# block 1

Figure 1. Congestion heat map (block 1).
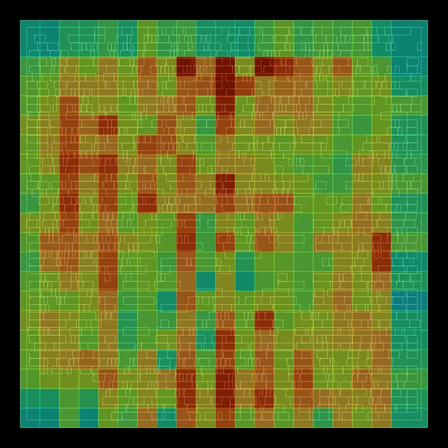

**src/rtl/stage_memory_if.sv**
```systemverilog
// Bundle between the memory stage and its neighbours: the execute-side
// input handshake, the data-memory bus and the writeback-side output.
//
// Handshake rules (both in_* and out_* channels): a transfer happens on a
// rising edge where valid && ready are both high; the producer holds valid
// and its payload stable until that edge. dmem_req is likewise held with
// stable fields until the edge on which dmem_ready is high.
interface stage_memory_if;
    // execute -> stage
    logic        in_valid;
    logic        in_ready;
    logic [31:0] in_pc;
    logic [6:0]  in_opcode;
    logic [2:0]  in_funct3;
    logic [31:0] in_alu_res;
    logic [31:0] in_rs2_data;
    // stage <-> data memory
    logic        dmem_req;
    logic        dmem_we;
    logic [31:0] dmem_addr;
    logic [31:0] dmem_wdata;
    logic [3:0]  dmem_wstrb;
    logic        dmem_ready;
    logic [31:0] dmem_rdata;
    // stage -> writeback
    logic        out_valid;
    logic        out_ready;
    logic [31:0] out_pc;
    logic [6:0]  out_opcode;
    logic [2:0]  out_funct3;
    logic [31:0] out_alu_res;
    logic [31:0] out_dmem_out;
    logic        out_misaligned;
    logic        out_bus_err;
    // FSM observation: 1 while a memory access is outstanding
    logic        dbg_state;

    // Environment side: execute, memory and writeback
    modport master (
        output in_valid, in_pc, in_opcode, in_funct3, in_alu_res, in_rs2_data,
        output dmem_ready, dmem_rdata, out_ready,
        input  in_ready, dmem_req, dmem_we, dmem_addr, dmem_wdata, dmem_wstrb,
        input  out_valid, out_pc, out_opcode, out_funct3, out_alu_res,
        input  out_dmem_out, out_misaligned, out_bus_err, dbg_state
    );

    // Memory stage side
    modport slave (
        input  in_valid, in_pc, in_opcode, in_funct3, in_alu_res, in_rs2_data,
        input  dmem_ready, dmem_rdata, out_ready,
        output in_ready, dmem_req, dmem_we, dmem_addr, dmem_wdata, dmem_wstrb,
        output out_valid, out_pc, out_opcode, out_funct3, out_alu_res,
        output out_dmem_out, out_misaligned, out_bus_err, dbg_state
    );
endinterface

```
**src/rtl/stage_memory.sv**
```systemverilog
// RV32I memory stage: issues word-aligned loads/stores with byte strobes,
// returns load data shifted down to bit 0, and passes other instructions
// through a single output register.
module stage_memory #(
    parameter int unsigned TIMEOUT_CYCLES = 255
) (
    input logic          clk,
    input logic          rst,
    stage_memory_if.slave bus
);
    localparam logic [6:0] OP_LOAD  = 7'b0000011;
    localparam logic [6:0] OP_STORE = 7'b0100011;
    localparam int         CW       = (TIMEOUT_CYCLES > 1) ? $clog2(TIMEOUT_CYCLES + 1) : 1;

    typedef enum logic {S_IDLE = 1'b0, S_ACCESS = 1'b1} state_t;

    state_t        state_q, state_d;
    logic [CW-1:0] wait_cnt_q, wait_cnt_d;
    logic [1:0]    off_q, off_d;
    logic          is_load_q, is_load_d;
    logic          dmem_req_q, dmem_req_d;
    logic          dmem_we_q, dmem_we_d;
    logic [31:0]   dmem_addr_q, dmem_addr_d;
    logic [31:0]   dmem_wdata_q, dmem_wdata_d;
    logic [3:0]    dmem_wstrb_q, dmem_wstrb_d;
    logic          out_valid_q, out_valid_d;
    logic [31:0]   out_pc_q, out_pc_d;
    logic [6:0]    out_opcode_q, out_opcode_d;
    logic [2:0]    out_funct3_q, out_funct3_d;
    logic [31:0]   out_alu_res_q, out_alu_res_d;
    logic [31:0]   out_dmem_out_q, out_dmem_out_d;
    logic          out_mis_q, out_mis_d;
    logic          out_err_q, out_err_d;

    logic        in_fire;
    logic        is_load, is_store, is_byte, is_half, misaligned;
    logic [3:0]  st_strb;
    logic [31:0] st_data;
    logic        timeout_hit;

    assign bus.in_ready = (state_q == S_IDLE) && (!out_valid_q || bus.out_ready);
    assign in_fire      = bus.in_valid && bus.in_ready;

    // funct3[1:0]: 00 byte, 01 half, anything else is handled as a word
    assign is_load    = (bus.in_opcode == OP_LOAD);
    assign is_store   = (bus.in_opcode == OP_STORE);
    assign is_byte    = (bus.in_funct3[1:0] == 2'b00);
    assign is_half    = (bus.in_funct3[1:0] == 2'b01);
    assign misaligned = is_half ? bus.in_alu_res[0]
                      : (!is_byte && (bus.in_alu_res[1:0] != 2'b00));

    // The final wait cycle is the one where the counter sits at TIMEOUT-1
    assign timeout_hit = (TIMEOUT_CYCLES != 0) &&
                         (wait_cnt_q == CW'(TIMEOUT_CYCLES - 1));

    // Store lane encoding: data replicated into every lane, strobes pick the lanes
    always_comb begin
        st_strb = 4'b1111;
        st_data = bus.in_rs2_data;
        if (is_byte) begin
            st_strb = 4'b0001 << bus.in_alu_res[1:0];
            st_data = {4{bus.in_rs2_data[7:0]}};
        end else if (is_half) begin
            st_strb = 4'b0011 << {bus.in_alu_res[1], 1'b0};
            st_data = {2{bus.in_rs2_data[15:0]}};
        end
    end

    // Next-state logic for the FSM, the bus request and the output register
    always_comb begin
        state_d        = state_q;
        wait_cnt_d     = wait_cnt_q;
        off_d          = off_q;
        is_load_d      = is_load_q;
        dmem_req_d     = dmem_req_q;
        dmem_we_d      = dmem_we_q;
        dmem_addr_d    = dmem_addr_q;
        dmem_wdata_d   = dmem_wdata_q;
        dmem_wstrb_d   = dmem_wstrb_q;
        out_valid_d    = out_valid_q;
        out_pc_d       = out_pc_q;
        out_opcode_d   = out_opcode_q;
        out_funct3_d   = out_funct3_q;
        out_alu_res_d  = out_alu_res_q;
        out_dmem_out_d = out_dmem_out_q;
        out_mis_d      = out_mis_q;
        out_err_d      = out_err_q;

        if (out_valid_q && bus.out_ready) begin
            out_valid_d = 1'b0;
        end

        case (state_q)
            S_IDLE: begin
                if (in_fire) begin
                    out_pc_d       = bus.in_pc;
                    out_opcode_d   = bus.in_opcode;
                    out_funct3_d   = bus.in_funct3;
                    out_alu_res_d  = bus.in_alu_res;
                    out_dmem_out_d = 32'd0;
                    out_mis_d      = 1'b0;
                    out_err_d      = 1'b0;
                    if (!(is_load || is_store)) begin
                        out_valid_d = 1'b1;
                    end else if (misaligned) begin
                        out_valid_d = 1'b1;
                        out_mis_d   = 1'b1;
                    end else begin
                        state_d      = S_ACCESS;
                        wait_cnt_d   = '0;
                        off_d        = bus.in_alu_res[1:0];
                        is_load_d    = is_load;
                        dmem_req_d   = 1'b1;
                        dmem_we_d    = is_store;
                        dmem_addr_d  = {bus.in_alu_res[31:2], 2'b00};
                        dmem_wdata_d = is_store ? st_data : 32'd0;
                        dmem_wstrb_d = is_store ? st_strb : 4'b1111;
                    end
                end
            end
            S_ACCESS: begin
                if (bus.dmem_ready) begin
                    dmem_req_d     = 1'b0;
                    out_valid_d    = 1'b1;
                    out_dmem_out_d = is_load_q ? (bus.dmem_rdata >> {off_q, 3'b000}) : 32'd0;
                    state_d        = S_IDLE;
                end else if (timeout_hit) begin
                    dmem_req_d     = 1'b0;
                    out_valid_d    = 1'b1;
                    out_err_d      = 1'b1;
                    out_dmem_out_d = 32'd0;
                    state_d        = S_IDLE;
                end else begin
                    wait_cnt_d = wait_cnt_q + CW'(1);
                end
            end
            default: state_d = S_IDLE;
        endcase
    end

    // State and registered outputs; reset abandons any outstanding request
    always_ff @(posedge clk or posedge rst) begin
        if (rst) begin
            state_q        <= S_IDLE;
            wait_cnt_q     <= '0;
            off_q          <= 2'd0;
            is_load_q      <= 1'b0;
            dmem_req_q     <= 1'b0;
            dmem_we_q      <= 1'b0;
            dmem_addr_q    <= 32'd0;
            dmem_wdata_q   <= 32'd0;
            dmem_wstrb_q   <= 4'd0;
            out_valid_q    <= 1'b0;
            out_pc_q       <= 32'd0;
            out_opcode_q   <= 7'd0;
            out_funct3_q   <= 3'd0;
            out_alu_res_q  <= 32'd0;
            out_dmem_out_q <= 32'd0;
            out_mis_q      <= 1'b0;
            out_err_q      <= 1'b0;
        end else begin
            state_q        <= state_d;
            wait_cnt_q     <= wait_cnt_d;
            off_q          <= off_d;
            is_load_q      <= is_load_d;
            dmem_req_q     <= dmem_req_d;
            dmem_we_q      <= dmem_we_d;
            dmem_addr_q    <= dmem_addr_d;
            dmem_wdata_q   <= dmem_wdata_d;
            dmem_wstrb_q   <= dmem_wstrb_d;
            out_valid_q    <= out_valid_d;
            out_pc_q       <= out_pc_d;
            out_opcode_q   <= out_opcode_d;
            out_funct3_q   <= out_funct3_d;
            out_alu_res_q  <= out_alu_res_d;
            out_dmem_out_q <= out_dmem_out_d;
            out_mis_q      <= out_mis_d;
            out_err_q      <= out_err_d;
        end
    end

    assign bus.dmem_req       = dmem_req_q;
    assign bus.dmem_we        = dmem_we_q;
    assign bus.dmem_addr      = dmem_addr_q;
    assign bus.dmem_wdata     = dmem_wdata_q;
    assign bus.dmem_wstrb     = dmem_wstrb_q;
    assign bus.out_valid      = out_valid_q;
    assign bus.out_pc         = out_pc_q;
    assign bus.out_opcode     = out_opcode_q;
    assign bus.out_funct3     = out_funct3_q;
    assign bus.out_alu_res    = out_alu_res_q;
    assign bus.out_dmem_out   = out_dmem_out_q;
    assign bus.out_misaligned = out_mis_q;
    assign bus.out_bus_err    = out_err_q;
    assign bus.dbg_state      = (state_q == S_ACCESS);
endmodule

```
**src/flat_wrapper.sv**
```systemverilog
// flat-port wrapper written by rule: the top's interface ports become plain ports
module stage_memory_flat 
#(
    parameter int unsigned TIMEOUT_CYCLES = 255
)
  (clk, rst, bus_in_valid, bus_in_pc, bus_in_opcode, bus_in_funct3, bus_in_alu_res, bus_in_rs2_data, bus_dmem_ready, bus_dmem_rdata, bus_out_ready, bus_in_ready, bus_dmem_req, bus_dmem_we, bus_dmem_addr, bus_dmem_wdata, bus_dmem_wstrb, bus_out_valid, bus_out_pc, bus_out_opcode, bus_out_funct3, bus_out_alu_res, bus_out_dmem_out, bus_out_misaligned, bus_out_bus_err, bus_dbg_state);
  stage_memory_if bus_i ();
  input logic clk;
  input logic rst;
  input wire logic [$bits(bus_i.in_valid)-1:0] bus_in_valid;
  input wire logic [$bits(bus_i.in_pc)-1:0] bus_in_pc;
  input wire logic [$bits(bus_i.in_opcode)-1:0] bus_in_opcode;
  input wire logic [$bits(bus_i.in_funct3)-1:0] bus_in_funct3;
  input wire logic [$bits(bus_i.in_alu_res)-1:0] bus_in_alu_res;
  input wire logic [$bits(bus_i.in_rs2_data)-1:0] bus_in_rs2_data;
  input wire logic [$bits(bus_i.dmem_ready)-1:0] bus_dmem_ready;
  input wire logic [$bits(bus_i.dmem_rdata)-1:0] bus_dmem_rdata;
  input wire logic [$bits(bus_i.out_ready)-1:0] bus_out_ready;
  output wire logic [$bits(bus_i.in_ready)-1:0] bus_in_ready;
  output wire logic [$bits(bus_i.dmem_req)-1:0] bus_dmem_req;
  output wire logic [$bits(bus_i.dmem_we)-1:0] bus_dmem_we;
  output wire logic [$bits(bus_i.dmem_addr)-1:0] bus_dmem_addr;
  output wire logic [$bits(bus_i.dmem_wdata)-1:0] bus_dmem_wdata;
  output wire logic [$bits(bus_i.dmem_wstrb)-1:0] bus_dmem_wstrb;
  output wire logic [$bits(bus_i.out_valid)-1:0] bus_out_valid;
  output wire logic [$bits(bus_i.out_pc)-1:0] bus_out_pc;
  output wire logic [$bits(bus_i.out_opcode)-1:0] bus_out_opcode;
  output wire logic [$bits(bus_i.out_funct3)-1:0] bus_out_funct3;
  output wire logic [$bits(bus_i.out_alu_res)-1:0] bus_out_alu_res;
  output wire logic [$bits(bus_i.out_dmem_out)-1:0] bus_out_dmem_out;
  output wire logic [$bits(bus_i.out_misaligned)-1:0] bus_out_misaligned;
  output wire logic [$bits(bus_i.out_bus_err)-1:0] bus_out_bus_err;
  output wire logic [$bits(bus_i.dbg_state)-1:0] bus_dbg_state;
  assign bus_i.in_valid = bus_in_valid;
  assign bus_i.in_pc = bus_in_pc;
  assign bus_i.in_opcode = bus_in_opcode;
  assign bus_i.in_funct3 = bus_in_funct3;
  assign bus_i.in_alu_res = bus_in_alu_res;
  assign bus_i.in_rs2_data = bus_in_rs2_data;
  assign bus_i.dmem_ready = bus_dmem_ready;
  assign bus_i.dmem_rdata = bus_dmem_rdata;
  assign bus_i.out_ready = bus_out_ready;
  assign bus_in_ready = bus_i.in_ready;
  assign bus_dmem_req = bus_i.dmem_req;
  assign bus_dmem_we = bus_i.dmem_we;
  assign bus_dmem_addr = bus_i.dmem_addr;
  assign bus_dmem_wdata = bus_i.dmem_wdata;
  assign bus_dmem_wstrb = bus_i.dmem_wstrb;
  assign bus_out_valid = bus_i.out_valid;
  assign bus_out_pc = bus_i.out_pc;
  assign bus_out_opcode = bus_i.out_opcode;
  assign bus_out_funct3 = bus_i.out_funct3;
  assign bus_out_alu_res = bus_i.out_alu_res;
  assign bus_out_dmem_out = bus_i.out_dmem_out;
  assign bus_out_misaligned = bus_i.out_misaligned;
  assign bus_out_bus_err = bus_i.out_bus_err;
  assign bus_dbg_state = bus_i.dbg_state;
  stage_memory #(.TIMEOUT_CYCLES(TIMEOUT_CYCLES)) u_core (.clk(clk), .rst(rst), .bus(bus_i));
endmodule
```
**config.mk**
```make
export PLATFORM = sky130hd
export DESIGN_NAME = stage_memory_flat
export DESIGN_NICKNAME = d
export VERILOG_FILES = /design/src/rtl/stage_memory_if.sv /design/src/rtl/stage_memory.sv /design/src/flat_wrapper.sv
export SDC_FILE = /design/constraint.sdc
export NUM_CORES = 1
export LEC_CHECK = 0
export ABC_AREA = 0
export CAP_MARGIN = 20
export CORE_MARGIN = 2
export CORE_UTILIZATION = 42
export CTS_CLUSTER_DIAMETER = 50
export DETAILED_ROUTE_END_ITERATION = 8
export PLACE_DENSITY = 0.74
export SYNTH_ARGS = -nofsm -noshare
export SYNTH_HDL_FRONTEND = slang
export SYNTH_SLANG_ARGS = --single-unit
```
**constraint.sdc**
```tcl
create_clock -name clk -period 8.65 [get_ports clk]
set_clock_uncertainty 0.05 [all_clocks]
set_input_delay 1.2975 -clock clk [delete_from_list [all_inputs] [get_ports clk]]
set_output_delay 1.2975 -clock clk [all_outputs]
set_load 0.01 [all_outputs]
```
# block 2

**config.mk**
```make
export PLATFORM = sky130hd
export DESIGN_NAME = pc_fetch_unit
export DESIGN_NICKNAME = d
export VERILOG_FILES = /design/src/rtl/pc_fetch_unit.sv
export SDC_FILE = /design/constraint.sdc
export NUM_CORES = 1
export LEC_CHECK = 0
export ABC_CLOCK_PERIOD_IN_PS = 5000
export CAP_MARGIN = 20
export CELL_PAD_IN_SITES_DETAIL_PLACEMENT = 1
export CELL_PAD_IN_SITES_GLOBAL_PLACEMENT = 1
export CORE_UTILIZATION = 50
export DETAILED_ROUTE_END_ITERATION = 7
export DONT_BUFFER_PORTS = 1
export HOLD_SLACK_MARGIN = 0.03
export PLACE_DENSITY_LB_ADDON = 0.3
export SLEW_MARGIN = 20
export SYNTH_ARGS = -nofsm -noshare
export SYNTH_HDL_FRONTEND = slang
export SYNTH_SLANG_ARGS = --single-unit
```
**constraint.sdc**
```tcl
create_clock -name clk -period 5 [get_ports clk]
set_clock_uncertainty 0.15 [all_clocks]
set_input_delay 1 -clock clk [delete_from_list [all_inputs] [get_ports clk]]
set_output_delay 1 -clock clk [all_outputs]
set_load 0.02 [all_outputs]
```
**src/rtl/pc_fetch_unit.sv**
```systemverilog
// pc_fetch_unit: fetch-stage PC generator with an in-order queue of unresolved
// branches. It steers the PC down the predicted path and recovers from
// mispredictions by redirecting to the queued alternate PC and flushing.
// Optional feature macro: MISPREDICT_CNT_EN (saturating 16-bit mispredict counter).
module pc_fetch_unit #(
    parameter int unsigned    PC_W     = 32,
    parameter int unsigned    QDEPTH   = 4,
    parameter logic [PC_W-1:0] RESET_PC = '0
) (
    input  logic            clk,
    input  logic            reset,
    input  logic            stall,
    input  logic [31:0]     instr,
    input  logic            prediction,
    input  logic            resolve_valid,
    input  logic            resolve_taken,
    output logic [PC_W-1:0] pc,
    output logic            fetch_valid,
    output logic            flush,
    output logic            queue_full,
    output logic            resolve_err,
    output logic [15:0]     mispredict_cnt
);

    localparam int unsigned PTR_W = $clog2(QDEPTH);
    localparam int unsigned CNT_W = PTR_W + 1;

    logic [PC_W-1:0]  pc_q, pc_d;
    logic [CNT_W-1:0] count_q, count_d;
    logic [PTR_W-1:0] head_q, head_d;
    logic [PTR_W-1:0] tail_q, tail_d;
    logic             flush_q, flush_d;
    logic             full_q, full_d;
    logic             err_q, err_d;
    logic             pred_q [QDEPTH];
    logic [PC_W-1:0]  alt_q  [QDEPTH];

    logic             is_branch;
    logic [PC_W-1:0]  seq_pc;
    logic [PC_W-1:0]  imm_sext;
    logic [PC_W-1:0]  target_pc;
    logic             q_empty;
    logic             q_full;
    logic             mispredict;
    logic             pop;
    logic             push;
    logic             unused_instr;

    // Decode and address arithmetic for the instruction at the current PC
    always_comb begin
        is_branch = (instr[31:28] == 4'b0111);
        seq_pc    = pc_q + PC_W'(4);
        imm_sext  = PC_W'($signed(instr[15:0]));
        target_pc = seq_pc + (imm_sext << 2);
    end

    assign unused_instr = ^instr[27:16];

    // Resolve/fetch arbitration; a mispredict discards the current fetch
    always_comb begin
        q_empty     = (count_q == '0);
        q_full      = (count_q == CNT_W'(QDEPTH));
        mispredict  = resolve_valid && !q_empty && (resolve_taken != pred_q[head_q]);
        pop         = resolve_valid && !q_empty && !mispredict;
        fetch_valid = !stall && !(is_branch && q_full) && !mispredict;
        push        = fetch_valid && is_branch;
    end

    // Next-state for PC, queue pointers, occupancy and status flags
    always_comb begin
        pc_d    = pc_q;
        head_d  = head_q;
        tail_d  = tail_q;
        count_d = count_q;
        flush_d = 1'b0;
        err_d   = err_q | (resolve_valid & q_empty);
        if (mispredict) begin
            pc_d    = alt_q[head_q];
            head_d  = '0;
            tail_d  = '0;
            count_d = '0;
            flush_d = 1'b1;
        end else begin
            if (pop) begin
                head_d = head_q + PTR_W'(1);
            end
            if (push) begin
                tail_d = tail_q + PTR_W'(1);
            end
            count_d = count_q + CNT_W'(push) - CNT_W'(pop);
            if (fetch_valid) begin
                pc_d = (is_branch && prediction) ? target_pc : seq_pc;
            end
        end
        full_d = (count_d == CNT_W'(QDEPTH));
    end

    // State registers
    always_ff @(posedge clk or negedge reset) begin
        if (!reset) begin
            pc_q    <= RESET_PC;
            count_q <= '0;
            head_q  <= '0;
            tail_q  <= '0;
            flush_q <= 1'b0;
            full_q  <= 1'b0;
            err_q   <= 1'b0;
        end else begin
            pc_q    <= pc_d;
            count_q <= count_d;
            head_q  <= head_d;
            tail_q  <= tail_d;
            flush_q <= flush_d;
            full_q  <= full_d;
            err_q   <= err_d;
        end
    end

    // Branch queue storage: each entry holds the prediction and the other-path PC
    always_ff @(posedge clk or negedge reset) begin
        if (!reset) begin
            for (int unsigned i = 0; i < QDEPTH; i++) begin
                pred_q[i] <= 1'b0;
                alt_q[i]  <= '0;
            end
        end else if (push) begin
            pred_q[tail_q] <= prediction;
            alt_q[tail_q]  <= prediction ? seq_pc : target_pc;
        end
    end

`ifdef MISPREDICT_CNT_EN
    logic [15:0] mcnt_q;

    // Saturating mispredict counter, cleared only by reset
    always_ff @(posedge clk or negedge reset) begin
        if (!reset) begin
            mcnt_q <= 16'h0000;
        end else if (mispredict && (mcnt_q != 16'hFFFF)) begin
            mcnt_q <= mcnt_q + 16'd1;
        end
    end

    assign mispredict_cnt = mcnt_q;
`else
    assign mispredict_cnt = 16'h0000;
`endif

    assign pc          = pc_q;
    assign flush       = flush_q;
    assign queue_full  = full_q;
    assign resolve_err = err_q;

endmodule
```
# block 3

## config.mk

```make
export PLATFORM = sky130hd
export DESIGN_NAME = dsd_tdm_lock_ctrl
export DESIGN_NICKNAME = d
export VERILOG_FILES = /design/src/rtl/dsdctl_pkg.sv /design/src/rtl/dsd_frame_flywheel.sv /design/src/rtl/dsd_tdm_lock_ctrl.sv
export SDC_FILE = /design/constraint.sdc
export NUM_CORES = 1
export LEC_CHECK = 0
export ABC_AREA = 1
export CORE_MARGIN = 4
export CORE_UTILIZATION = 58
export DETAILED_ROUTE_END_ITERATION = 8
export PLACE_DENSITY = 0.88
export RECOVER_POWER = 100
export SETUP_SLACK_MARGIN = 0.3
export SKIP_LAST_GASP = 1
export SYNTH_ARGS = -nofsm -noshare
export SYNTH_HDL_FRONTEND = slang
export SYNTH_SLANG_ARGS = --single-unit
```

## constraint.sdc

```tcl
create_clock -name in_BCK -period 5.9 [get_ports in_BCK]
set_input_delay 1.18 -clock in_BCK [delete_from_list [all_inputs] [get_ports in_BCK]]
set_output_delay 1.18 -clock in_BCK [all_outputs]
set_load 0.1 [all_outputs]
```

## src/rtl/dsdctl_pkg.sv

```systemverilog
// dsdctl_pkg: shared constants for the DSD TDM lock controller.
// Holds the state encoding, the default parameter values, the flywheel event
// codes and a small state-decode helper.
package dsdctl_pkg;

   // Default parameter values
   localparam int unsigned FRAME_LEN_DEF        = 32;
   localparam int unsigned LOCK_FRAMES_DEF      = 4;
   localparam int unsigned UNLOCK_MISSES_DEF    = 2;
   localparam int unsigned MUTE_HOLD_FRAMES_DEF = 8;
   localparam int unsigned CNT_W_DEF            = 8;

   // Controller state encoding
   localparam logic [1:0] ST_UNLOCK = 2'd0;
   localparam logic [1:0] ST_ACQ    = 2'd1;
   localparam logic [1:0] ST_LOCK   = 2'd2;
   localparam logic [1:0] ST_PROT   = 2'd3;

   // Flywheel event codes; at most one event per cycle
   localparam logic [1:0] EV_NONE  = 2'd0;
   localparam logic [1:0] EV_GOOD  = 2'd1;
   localparam logic [1:0] EV_MISS  = 2'd2;
   localparam logic [1:0] EV_EARLY = 2'd3;

   // True for the states in which the frame is considered locked
   function automatic logic st_locked(input logic [1:0] st);
      return (st == ST_LOCK) || (st == ST_PROT);
   endfunction

endpackage

```

## src/rtl/dsd_frame_flywheel.sv

```systemverilog
// dsd_frame_flywheel: free-running frame position counter with FrameSync
// classification.
// Ports:
//   in_BCK    in   bit clock, rising edge
//   in_Reset  in   synchronous active-high reset
//   FrameSync in   frame marker, high on the last bit of a frame
//   ev_c      out  combinational event code for the current cycle
//                  (EV_GOOD / EV_MISS on the boundary, EV_EARLY off it)
module dsd_frame_flywheel
   import dsdctl_pkg::*;
#(
   parameter int unsigned FRAME_LEN = FRAME_LEN_DEF
)(
   input  logic       in_BCK,
   input  logic       in_Reset,
   input  logic       FrameSync,
   output logic [1:0] ev_c
);

   localparam int unsigned FCW = (FRAME_LEN > 1) ? $clog2(FRAME_LEN) : 1;
   localparam logic [FCW-1:0] LAST_POS = FCW'(FRAME_LEN - 1);

   logic [FCW-1:0] frame_cnt;
   logic           boundary_c;

   assign boundary_c = (frame_cnt == LAST_POS);

   // Wrap at the boundary; any sync realigns so the next cycle is position 0
   always_ff @(posedge in_BCK) begin
      if (in_Reset)
         frame_cnt <= '0;
      else if (boundary_c || FrameSync)
         frame_cnt <= '0;
      else
         frame_cnt <= frame_cnt + FCW'(1);
   end

   // Event classification
   always_comb begin
      ev_c = EV_NONE;
      if (boundary_c)
         ev_c = FrameSync ? EV_GOOD : EV_MISS;
      else if (FrameSync)
         ev_c = EV_EARLY;
   end

endmodule

```

## src/rtl/dsd_tdm_lock_ctrl.sv

```systemverilog
// dsd_tdm_lock_ctrl: frame lock / protection sequencer for the DSD TDM divider.
// Tracks FrameSync through a flywheel, gates the divider's Protect_EN, mutes
// until locked and holds the mute for a number of clean frames after a
// protection event.
// Ports:
//   in_BCK        in   bit clock, rising edge
//   in_Reset      in   synchronous active-high reset
//   FrameSync     in   frame marker (last bit of a frame)
//   ProtectFlag   in   divider full-scale detect, valid on boundary cycles
//   Protect_Req   in   host protection enable request
//   ErrClear      in   clears ErrCount and ProtectSticky
//   Protect_EN    out  protection enable to the divider
//   Mute          out  downstream mute
//   Locked        out  frame lock status
//   ErrCount      out  saturating error counter
//   ProtectSticky out  sticky protection-event flag
// Build option: DSDCTL_PROTECT_STICKY_EN enables the ProtectSticky register;
// without it ProtectSticky is tied low.
module dsd_tdm_lock_ctrl
   import dsdctl_pkg::*;
#(
   parameter int unsigned FRAME_LEN        = FRAME_LEN_DEF,
   parameter int unsigned LOCK_FRAMES      = LOCK_FRAMES_DEF,
   parameter int unsigned UNLOCK_MISSES    = UNLOCK_MISSES_DEF,
   parameter int unsigned MUTE_HOLD_FRAMES = MUTE_HOLD_FRAMES_DEF,
   parameter int unsigned CNT_W            = CNT_W_DEF
)(
   input  logic             in_BCK,
   input  logic             in_Reset,
   input  logic             FrameSync,
   input  logic             ProtectFlag,
   input  logic             Protect_Req,
   input  logic             ErrClear,
   output logic             Protect_EN,
   output logic             Mute,
   output logic             Locked,
   output logic [CNT_W-1:0] ErrCount,
   output logic             ProtectSticky
);

   localparam int unsigned GW = $clog2(LOCK_FRAMES + 1);
   localparam int unsigned MW = $clog2(UNLOCK_MISSES + 1);
   localparam int unsigned HW = $clog2(MUTE_HOLD_FRAMES + 1);

   logic [1:0]    ev_c;
   logic [1:0]    state, state_nxt;
   logic [GW-1:0] good_cnt, good_nxt;
   logic [MW-1:0] miss_cnt, miss_nxt;
   logic [HW-1:0] hold_cnt, hold_nxt;
   logic          err_c;
   logic          prot_entry_c;

   dsd_frame_flywheel #(
      .FRAME_LEN (FRAME_LEN)
   ) u_flywheel (
      .in_BCK    (in_BCK),
      .in_Reset  (in_Reset),
      .FrameSync (FrameSync),
      .ev_c      (ev_c)
   );

   // State register
   always_ff @(posedge in_BCK) begin
      if (in_Reset)
         state <= ST_UNLOCK;
      else
         state <= state_nxt;
   end

   // Next-state and counter update; unlock beats protect entry beats hold countdown
   always_comb begin
      state_nxt    = state;
      good_nxt     = good_cnt;
      miss_nxt     = miss_cnt;
      hold_nxt     = hold_cnt;
      err_c        = 1'b0;
      prot_entry_c = 1'b0;

      case (state)
         ST_UNLOCK: begin
            if (FrameSync)
               state_nxt = ST_ACQ;
         end
         ST_ACQ: begin
            case (ev_c)
               EV_GOOD: begin
                  if (good_cnt == GW'(LOCK_FRAMES - 1))
                     state_nxt = ST_LOCK;
                  else
                     good_nxt = good_cnt + GW'(1);
               end
               EV_MISS:  state_nxt = ST_UNLOCK;
               EV_EARLY: begin
                  good_nxt = '0;
                  err_c    = 1'b1;
               end
               default: ;
            endcase
         end
         ST_LOCK, ST_PROT: begin
            if ((ev_c == EV_MISS) || (ev_c == EV_EARLY)) begin
               err_c = 1'b1;
               if (miss_cnt == MW'(UNLOCK_MISSES - 1))
                  state_nxt = ST_UNLOCK;
               else
                  miss_nxt = miss_cnt + MW'(1);
            end else if (ev_c == EV_GOOD) begin
               miss_nxt = '0;
            end

            if (state_nxt != ST_UNLOCK) begin
               if (state == ST_LOCK) begin
                  if ((ev_c == EV_GOOD) && ProtectFlag && Protect_EN) begin
                     state_nxt    = ST_PROT;
                     hold_nxt     = HW'(MUTE_HOLD_FRAMES);
                     prot_entry_c = 1'b1;
                     err_c        = 1'b1;
                  end
               end else if ((ev_c == EV_GOOD) || (ev_c == EV_MISS)) begin
                  // Hold countdown runs once per frame boundary
                  if (ProtectFlag)
                     hold_nxt = HW'(MUTE_HOLD_FRAMES);
                  else if (hold_cnt <= HW'(1)) begin
                     hold_nxt  = '0;
                     state_nxt = ST_LOCK;
                  end else
                     hold_nxt = hold_cnt - HW'(1);
               end
            end
         end
         default: state_nxt = ST_UNLOCK;
      endcase

      if (state_nxt != state) begin
         good_nxt = '0;
         miss_nxt = '0;
      end
   end

   // Counters and registered outputs, decoded from the next state
   always_ff @(posedge in_BCK) begin
      if (in_Reset) begin
         good_cnt   <= '0;
         miss_cnt   <= '0;
         hold_cnt   <= '0;
         ErrCount   <= '0;
         Protect_EN <= 1'b0;
         Mute       <= 1'b1;
         Locked     <= 1'b0;
      end else begin
         good_cnt   <= good_nxt;
         miss_cnt   <= miss_nxt;
         hold_cnt   <= hold_nxt;
         Protect_EN <= Protect_Req && st_locked(state_nxt);
         Mute       <= (state_nxt != ST_LOCK);
         Locked     <= st_locked(state_nxt);
         if (ErrClear)
            ErrCount <= '0;
         else if (err_c && (ErrCount != {CNT_W{1'b1}}))
            ErrCount <= ErrCount + CNT_W'(1);
      end
   end

`ifdef DSDCTL_PROTECT_STICKY_EN
   logic sticky;

   // Set on every protection entry; set beats a simultaneous clear
   always_ff @(posedge in_BCK) begin
      if (in_Reset)
         sticky <= 1'b0;
      else if (prot_entry_c)
         sticky <= 1'b1;
      else if (ErrClear)
         sticky <= 1'b0;
   end

   assign ProtectSticky = sticky;
`else
   assign ProtectSticky = 1'b0;
`endif

endmodule
```

# block 4

$ cat config.mk
export PLATFORM = sky130hd
export DESIGN_NAME = xsim_msg_source_arbiter
export DESIGN_NICKNAME = d
export VERILOG_FILES = /design/src/rtl/xsim_msg_source_arbiter.sv
export SDC_FILE = /design/constraint.sdc
export NUM_CORES = 1
export LEC_CHECK = 0
export CORE_AREA = 2 2 143 159
export DETAILED_ROUTE_END_ITERATION = 10
export DIE_AREA = 0 0 145 161
export MAX_ROUTING_LAYER = met4
export PLACE_DENSITY = 0.65
export SLEW_MARGIN = 20
export SYNTH_ARGS = -nofsm -noshare
export SYNTH_HDL_FRONTEND = slang
export SYNTH_SLANG_ARGS = --single-unit
$ cat constraint.sdc
create_clock -name CLK -period 4.78 [get_ports CLK]
set_input_delay 1.195 -clock CLK [delete_from_list [all_inputs] [get_ports CLK]]
set_output_delay 1.195 -clock CLK [all_outputs]
set_load 0.005 [all_outputs]
$ cat src/rtl/xsim_msg_source_arbiter.sv
// Round-robin arbiter that hands the single message-source beat channel to one portal requester per whole message.
// Registered output one cycle after acceptance; one idle arbitration cycle between messages; downstream cannot stall.
module xsim_msg_source_arbiter #(
    parameter int NUM_REQ = 4,
    parameter int GW      = $clog2(NUM_REQ)
) (
    input  logic                  CLK,
    input  logic                  RST_N,
    input  logic [NUM_REQ-1:0]    req_valid,
    output logic [NUM_REQ-1:0]    req_ready,
    input  logic [32*NUM_REQ-1:0] req_beat,
    input  logic [32*NUM_REQ-1:0] req_portal,
    output logic                  en_beat,
    output logic [31:0]           portal,
    output logic [31:0]           beat,
    output logic                  busy,
    output logic [GW-1:0]         grant,
    output logic                  msg_done
);

    typedef enum logic {
        S_IDLE = 1'b0,
        S_XFER = 1'b1
    } state_t;

    state_t        r_state;
    state_t        w_state_nxt;

    logic [GW-1:0] r_rr_ptr;
    logic [GW-1:0] r_grant;
    logic [15:0]   r_remaining;
    logic          r_first;
    logic [31:0]   r_portal_lat;
    logic          r_en_beat;
    logic          r_msg_done;
    logic [31:0]   r_beat;
    logic [31:0]   r_portal;

    logic          w_any;
    logic [GW-1:0] w_winner;
    logic [GW-1:0] w_idx;
    logic [31:0]   w_win_portal;
    logic [31:0]   w_cur_beat;
    logic          w_cur_vld;
    logic [NUM_REQ-1:0] w_ready;
    logic [15:0]   w_hdr_len;
    logic [15:0]   w_rem_nxt;
    logic          w_accept;
    logic          w_last;

    // Search starts at the round-robin pointer and wraps; first valid requester wins.
    always_comb begin
        w_any    = 1'b0;
        w_winner = '0;
        w_idx    = '0;
        for (int i = 0; i < NUM_REQ; i++) begin
            w_idx = GW'((int'(r_rr_ptr) + i) % NUM_REQ);
            if (!w_any && req_valid[w_idx]) begin
                w_any    = 1'b1;
                w_winner = w_idx;
            end
        end
    end

    always_comb begin
        w_win_portal = '0;
        w_cur_beat   = '0;
        w_cur_vld    = 1'b0;
        w_ready      = '0;
        for (int i = 0; i < NUM_REQ; i++) begin
            if (GW'(i) == w_winner) begin
                w_win_portal = req_portal[32*i +: 32];
            end
            if (GW'(i) == r_grant) begin
                w_cur_beat = req_beat[32*i +: 32];
                w_cur_vld  = req_valid[i];
                w_ready[i] = (r_state == S_XFER);
            end
        end
    end

    // A zero length in the header still means the header itself is the whole message.
    assign w_hdr_len = (w_cur_beat[15:0] == 16'd0) ? 16'd1 : w_cur_beat[15:0];
    assign w_rem_nxt = r_first ? (w_hdr_len - 16'd1) : (r_remaining - 16'd1);
    assign w_accept  = (r_state == S_XFER) && w_cur_vld;
    assign w_last    = w_accept && (w_rem_nxt == 16'd0);

    always_comb begin
        w_state_nxt = r_state;
        case (r_state)
            S_IDLE:  if (w_any)  w_state_nxt = S_XFER;
            S_XFER:  if (w_last) w_state_nxt = S_IDLE;
            default: w_state_nxt = S_IDLE;
        endcase
    end

    always_ff @(posedge CLK or negedge RST_N) begin
        if (!RST_N) begin
            r_state <= S_IDLE;
        end else begin
            r_state <= w_state_nxt;
        end
    end

    always_ff @(posedge CLK or negedge RST_N) begin
        if (!RST_N) begin
            r_rr_ptr     <= '0;
            r_grant      <= '0;
            r_remaining  <= '0;
            r_first      <= 1'b1;
            r_portal_lat <= '0;
            r_en_beat    <= 1'b0;
            r_msg_done   <= 1'b0;
            r_beat       <= '0;
            r_portal     <= '0;
        end else begin
            if ((r_state == S_IDLE) && w_any) begin
                r_grant      <= w_winner;
                r_portal_lat <= w_win_portal;
                r_first      <= 1'b1;
            end
            if (w_accept) begin
                r_remaining <= w_rem_nxt;
                r_first     <= 1'b0;
                r_beat      <= w_cur_beat;
                r_portal    <= r_portal_lat;
            end
            if (w_last) begin
                r_rr_ptr <= (r_grant == GW'(NUM_REQ - 1)) ? '0 : (r_grant + GW'(1));
            end
            r_en_beat  <= w_accept;
            r_msg_done <= w_last;
        end
    end

    assign req_ready = w_ready;
    assign en_beat   = r_en_beat;
    assign msg_done  = r_msg_done;
    assign beat      = r_beat;
    assign portal    = r_portal;
    assign busy      = (r_state == S_XFER);
    assign grant     = r_grant;

endmodule

Figure 2. Where the registers sit (block 2).
Drawn at 2 px/um. Other sequential cells in the stronger gray, the rest of the logic in the fainter gray.
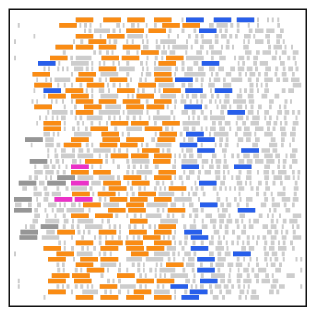
pc: in blue, sequential cells 32. alt_q: in orange, sequential cells 128. pred_q: in magenta, sequential cells 4, where middle left.

==> run_results.csv, block 2 <==
group,metric,value,unit
run_status,status,"completed",
clocking,cts_resized,0,
drt,dr.pass1.iters,5,
floorplanning,rows,52,
logic_synthesis,synthTopCellsByCount,"nand2_1 (202), dfrtp_1 (174), o21ai_0 (131)",
drt,num_vias,9048,
worst_setup_path,path_cells,"nand3_2 > or4_4 > nor2_1 > nand2_1 > xnor2_1 > ha_1 > and4_1 > and3_1 > o2111ai_1 > nand3_1 > a21oi_1 > xnor2_1 > mux2i_1 > o21ai_0",
finish,largestClassByArea,"multi-input combinational cells",
logic_synthesis,ys_sh_aoi,0.180,
worst_setup_path,cpMostUsedCell,"xnor2_1",
worst_setup_path,critPathArrivalTime,4.90,ns
clocking,clkSlewWorstSetupHoldPaths,0.07,ns
final_timing,drv_slew,0,
placement,post_dp_cell_area,10800,um2
logic_synthesis,area_leaders,"dfrtp_1 (41%), nand2_1 (7.1%), mux4_2 (7.0%), o21ai_0 (6.2%), ha_1 (5.1%)",
finish,syn_to_final_growth,7.77,%
logic_synthesis,xor_share,0.0475,
logic_synthesis,async_flop_share,1.00,
finish,flops,174,
floorplanning,core,20600,um2
worst_setup_path,critical_path.max_stage_delay,0.63,ns
floorplanning,die_w,148,um
worst_setup_path,cp-endpoint,"alt_q[55]",
global_routing,grt-ovfl-total,0,
min_path,hold_path.class,"in -> async",
finish,lay_top_cells,"nand2_1 (202), dfrtp_1 (173), o21ai_0 (131), nor2_1 (109), a21oi_1 (81)",
global_routing,use_met2,0.508,
power,seq_power_share,0.318,
drt,met3_length,2140,um
==> block 2: per-stage QoR <==
step | std cells | hold WS (ns) | total power (W)
floorplan | 1193 | 0.291 | 0.00440
global placement | 1402 | 0.306 | 0.00526
detailed placement | 1402 | 0.314 | 0.00540
CTS | 1434 | 0.100 | 0.00686
global route | 1434 | 0.0971 | 0.00730
finish | 1434 | 0.119 | 0.00689
==> block 2: power groups by stage <==
stage	registers (W)	logic [W]	clock network [W]
after floorplan	0.00215	0.00225	0
after global placement	0.00217	0.00308	0
after detailed placement	0.00221	0.00320	0
after CTS	0.00219	0.00326	0.00141
after global routing	0.00224	0.00359	0.00147
final	0.00219	0.00330	0.00140
==> block 2: flip-flops by register name, summed over array words and instances, names as in the netlist <==
name and cells:
alt_q 128, pc 32, pred_q 4, count_q 3
head_q 2, tail_q 2, flush 1, queue_full 1
resolve_err 1
==> block 2: cells by family (layout without fill, tap and decap cells) <==
kind of cell	count (synthesis)	count (layout)
other cells	1	16
xor+xnor	55	55
fa+ha+maj	45	45
buf+inv	110	81
simple gates	421	421
mux	49	49
flops	174	174
compound gates	323	323
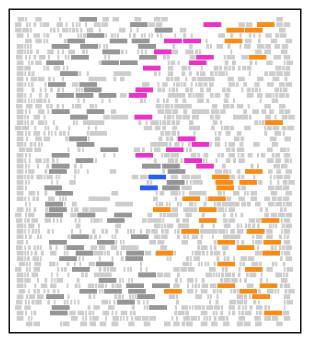
Figure 3: block 4, where the registers sit.
Drawn at 2 px/um. Other sequential cells in the stronger gray, the rest of the logic in the fainter gray.
grant: in blue, sequential cells 2. r_remaining: in magenta, sequential cells 16. beat: in orange, sequential cells 32.

==> run_results.csv, block 4 <==
group,metric,value,unit
floorplanning,io_pins,335,
worst_setup_path,critPathArrivalTime,4.59,ns
min_path,whs_endpoint,"portal[4]",
global_routing,grtUsageMet1,0.318,
worst_setup_path,worst-path-buf-inv,2,
drt,drt-initial-drc-count,425,
clocking,root_buffer,"clkbuf_16",
logic_synthesis,adder_share,0.0100,
worst_setup_path,end_kind,"flip-flop",
drt,ant_nets,0,
clocking,cts.sinks,120,
logic_synthesis,xor_share,0.0174,
finish,lay_top_count,"nand2_1",
drt,via_per_inst,4.92,
placement,place_congestion,0.875,
global_routing,grt-ovfl-total,0,
logic_synthesis,synth_seq_share,0.401,
final_timing,worst_pin_slew,0.654,ns
logic_synthesis,muxShareOfSynthArea,0.0159,
worst_setup_path,cp-start-kind,"flip-flop",
clocking,postCtsSetupBuffers,0,
power,power.share.clock,0.213,
finish,drive_gt1_frac,0.0695,
power,ir_drop,0.000271,V
run_status,status,"completed",
finish,fin_nets,1622,
run,maxCapViolCount,0,
clocking,tritoncts,"done",
logic_synthesis,synth_area,7490,um2
logic_synthesis,postSynthCellCount,1046,
clocking,cts_buffer_depth,2,
worst_setup_path,worstSetupPathType,"reg -> reg",
floorplanning,core,21800,um2
worst_setup_path,crit_family,"AND-OR/OR-AND gates",
logic_synthesis,syn_avg_cell_area,7.17,um2
clocking,clkSlewWorstSetupHoldPaths,0.06,ns
finish,fillers,2152,
==> block 4: stage by stage <==
| stage | hold WS, ns | worst slack (ns) | instance area (um2) | util | std cells |
|---|---|---|---|---|---|
| floorplan | 0.439 | 0.785 | 7490 | - | 1046 |
| global placement | 0.448 | 0.0632 | 11200 | 0.513 | 1630 |
| detailed placement | 0.448 | 0.145 | 11200 | 0.513 | 1630 |
| CTS | 0.466 | 0.513 | 11800 | 0.540 | 1662 |
| global route | 0.493 | 0.213 | 11800 | 0.541 | 1663 |
| finish | 0.457 | 0.492 | 11800 | 0.541 | 1663 |
==> block 4: final cells by class <==
cell class,instances,area (um2),area share
tap,295,369,0.0314
clock inverter,14,151,0.0129
inverter,14,52.6,0.00447
antenna,1,2.50,0.000213
multi-input combinational,839,4170,0.355
timing repair buffer,362,3570,0.303
sequential,120,3000,0.255
clock buffer,18,439,0.0373
==> block 4: flip-flops by register name (all words and copies together), names as in the netlist <==
signal,cells
beat,32
r_rr_ptr,2
en_beat,1
r_remaining,16
grant,2
r_portal_lat,32
msg_done,1
r_first,1
portal,32
busy,1
==> block 4: tightest hold or removal path: stages (launching register included) <==
cell and delay, ns:
dfrtp_1 0.34, nand2_1 0.05, nand2_1 0.05
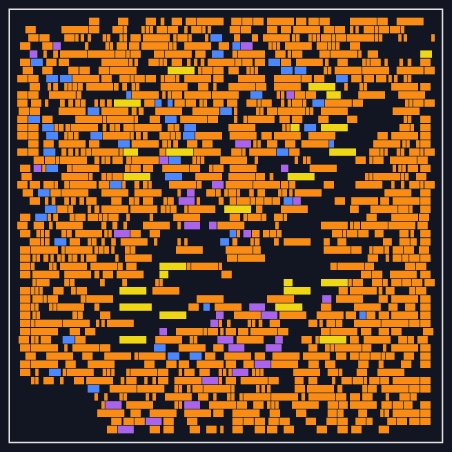
Figure 4: block 1, cell sizes after repair.
Drawn at 3 px/um.
x2: in blue, cells 48, share 4.3%. x6 and larger: in yellow, cells 24, share 2.2%. x1 and smaller: in orange, cells 1007, share 91%. x3 and x4: in purple, cells 33, share 3.0%.

Notes on Figure 1 above:
Finished Core Util: 0.629
GRT Resource Usage Total: 0.232
wire per inst: 17.8 um
busiest grt layer: met2

==> run_results.csv, block 1 <==
group,metric,value,unit
finish,stdcell_area,12200,um2
run_status,status,"completed",
clocking,cts_buffer_depth,2,
finish,n_antenna_cell,0,
final_timing,setup_viol,0,
final_timing,hold_ws,0.424,ns
placement,dp_slack,4.38,ns
placement,io_buffers,321,
finish,syn_to_final_growth,47.8,%
drt,num_vias,6941,
final_timing,finalSetupTns,0,ns
min_path,hold_path_depth,2,
worst_setup_path,cp.depth,4,
finish,n_clock_buffer,20,
logic_synthesis,synth.distinct_cells,47,
finish,lay_top_count,"clkdlybuf4s50_1",
placement,place_congestion,0.861,
logic_synthesis,synth-edff-count,0,
logic_synthesis,synthTopLogicFamily,"simple AND/OR/NAND/NOR gates",
finish,sh_seq_area,0.389,
finish,signal_buffers,331,
logic_synthesis,synthSimpleGateAreaFrac,0.162,
min_path,holdCritStartpoint,"u_core.bus.out_pc[8]",
[block 1: layer usage]
layer	wire, um	GRT usage	share of wire	vias to the layer above
li1	-	-	-	3288
met1	10100	0.299	0.41	3329
met2	11700	0.371	0.48	287
met3	2010	0.0663	0.082	37
met4	603	0.0913	0.025	0
met5	0	0	0	-
[block 1: state kept, by name (all words and copies together), names as in the netlist]
name	cells
u_core.bus.dbg_state	1
u_core.bus.dmem_addr	30
u_core.bus.dmem_req	1
u_core.bus.dmem_wdata	32
u_core.bus.dmem_we	1
u_core.bus.dmem_wstrb	4
u_core.bus.out_alu_res	32
u_core.bus.out_bus_err	1
u_core.bus.out_dmem_out	32
u_core.bus.out_funct3	3
u_core.bus.out_misaligned	1
u_core.bus.out_opcode	7
u_core.bus.out_pc	32
u_core.bus.out_valid	1
u_core.is_load_q	1
u_core.off_q	2
u_core.wait_cnt_q	8
[block 1: power by group]
part | switching, W | internal [W] | total (W)
clock network | 0.000350 | 0.000415 | 0.000765
logic | 0.000196 | 0.000233 | 0.000429
registers | 0.0000426 | 0.000954 | 0.000996
total | 0.000588 | 0.00160 | 0.00219
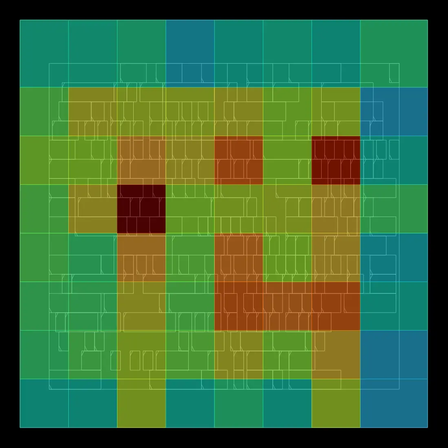
Figure 5: block 3, congestion heat map.
GR Util met2: 0.274
met3 Use GR: 0.0334
Finished Core Util: 0.714
busiest grt layer: met2
GRT Resource Usage Total: 0.172

==> run_results.csv, block 3 <==
group,metric,value,unit
run_status,status,"completed",
finish,logic_area,744,um2
global_routing,antenna_found_initial,0,
power,combPwrFrac,0.104,
finish,stdcell_area,1640,um2
worst_setup_path,worstSetupPathType,"reg -> out",
final_timing,worst_pin_slew,0.981,ns
final_timing,setup_viol,0,
drt,num_vias,1294,
drt,ant_nets,0,
final_timing,hold_ws,0.465,ns
worst_setup_path,reg2reg_slack,3.45,ns
global_routing,grt-ovfl-total,0,
power,powerComb,0.0000313,W
logic_synthesis,syn_avg_cell_area,6.96,um2
floorplanning,io_pins,18,
clocking,cts_buffer_depth,2,
final_timing,clock.fmax,0.314,GHz
power,power.share.clock,0.301,
finish,reg_top3,"ErrCount: 8 flops, u_flywheel.frame_cnt: 5 flops, hold_cnt: 4 flops",
logic_synthesis,yosysWarnings,0,
final_timing,period_used_share,0.540,
[block 3: worst paths after layout]
| check | startpoint | to | cells past startpoint |
|---|---|---|---|
| min reg2reg | u_flywheel.frame_cnt[0] | u_flywheel.frame_cnt[0] | 1 |
| max | state[1] | Locked | 1 |
| min | u_flywheel.frame_cnt[0] | u_flywheel.frame_cnt[0] | 1 |
| max reg2reg | u_flywheel.frame_cnt[0] | hold_cnt[1] | 14 |
[block 3: layer usage]
layer / GRT usage / share of wire / vias to the layer above / wire length (um)
met2: 0.274 / 0.46 / 31 / 1210
met3: 0.0334 / 0.047 / 4 / 125
met4: 0.0530 / 0.0080 / 0 / 21
li1: - / - / 687 / -
met5: 0 / 0 / - / 0
met1: 0.234 / 0.49 / 572 / 1280
[block 3: worst reg2reg max path, delay by kind of cell (launching register included)]
family	cells	cell delay (ns)
adder cells (fa/ha/maj)	3	0.70
flip-flops	1	0.38
AND/OR/NAND/NOR	5	0.59
buffers and inverters	3	0.17
AND-OR/OR-AND	3	0.50
[block 3: final cells by class]
cell class,count,share of cell area
well taps,28,0.0214
clock buffers,4,0.0221
inverters,38,0.0870
flip-flops and latches,26,0.318
multi-input cells,141,0.454
repair buffers,16,0.0977


==> gallery <==
Layout detail.
(a)
Region (61, 61) to (86, 86) um. Cells in gray, sequential cells in the stronger gray; small squares are vias.
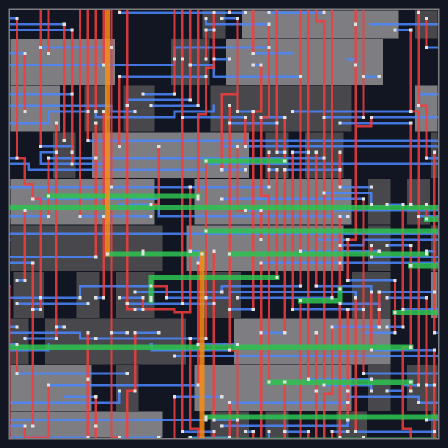
(b)
Region (16, 16) to (41, 41) um. Cells in gray, sequential cells in the stronger gray; small squares are vias.
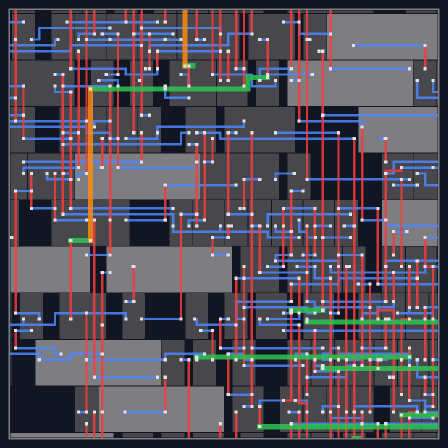
(c)
Region (59, 59) to (84, 84) um. Cells in gray, sequential cells in the stronger gray; small squares are vias.
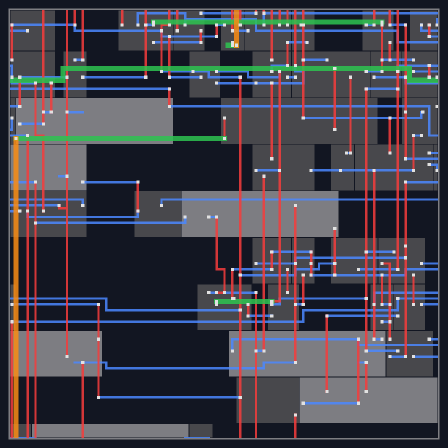
(d)
Region (60, 68) to (85, 93) um. Cells in gray, sequential cells in the stronger gray; small squares are vias.
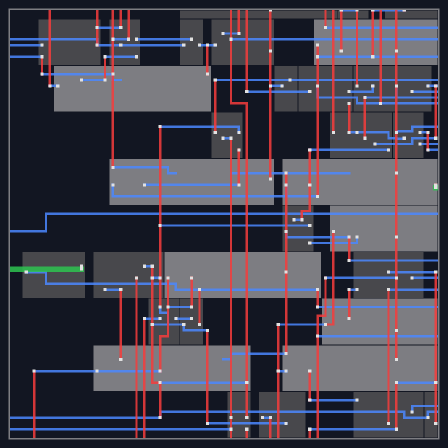
(d) -> block 4
(b) -> block 3
(a) -> block 2
(c) -> block 1


==> notes/layouts.md <==
Pictures saved along the way, in no particular order.

Cell sizes after repair.
picture 1
Drawn at 8 px/um.
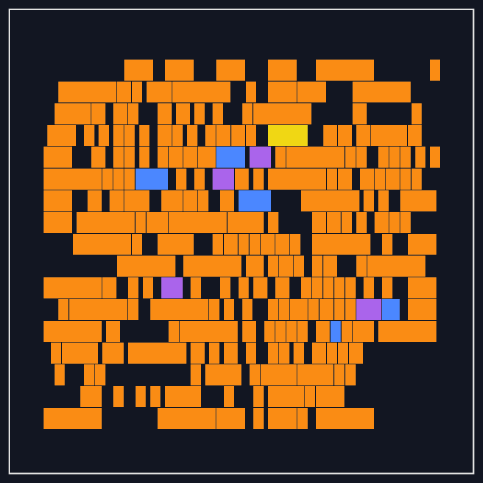
picture 2
Drawn at 3 px/um.
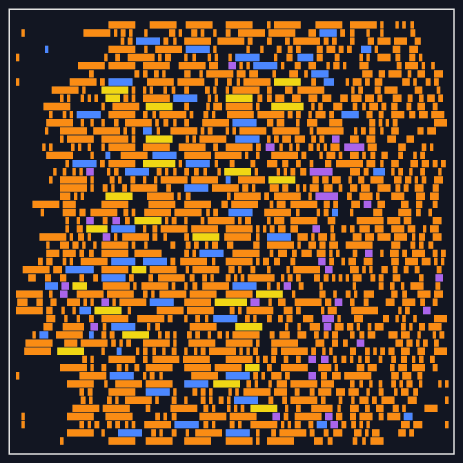
picture 3
Drawn at 3 px/um.
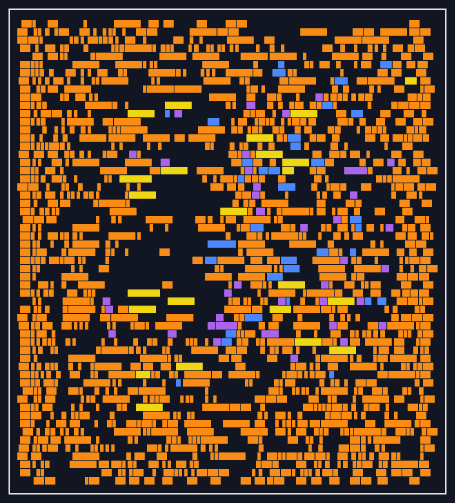
block 2 -> picture 2
block 4 -> picture 3
block 3 -> picture 1

Power figures rest on the tool's default switching activity, not on a simulated workload.
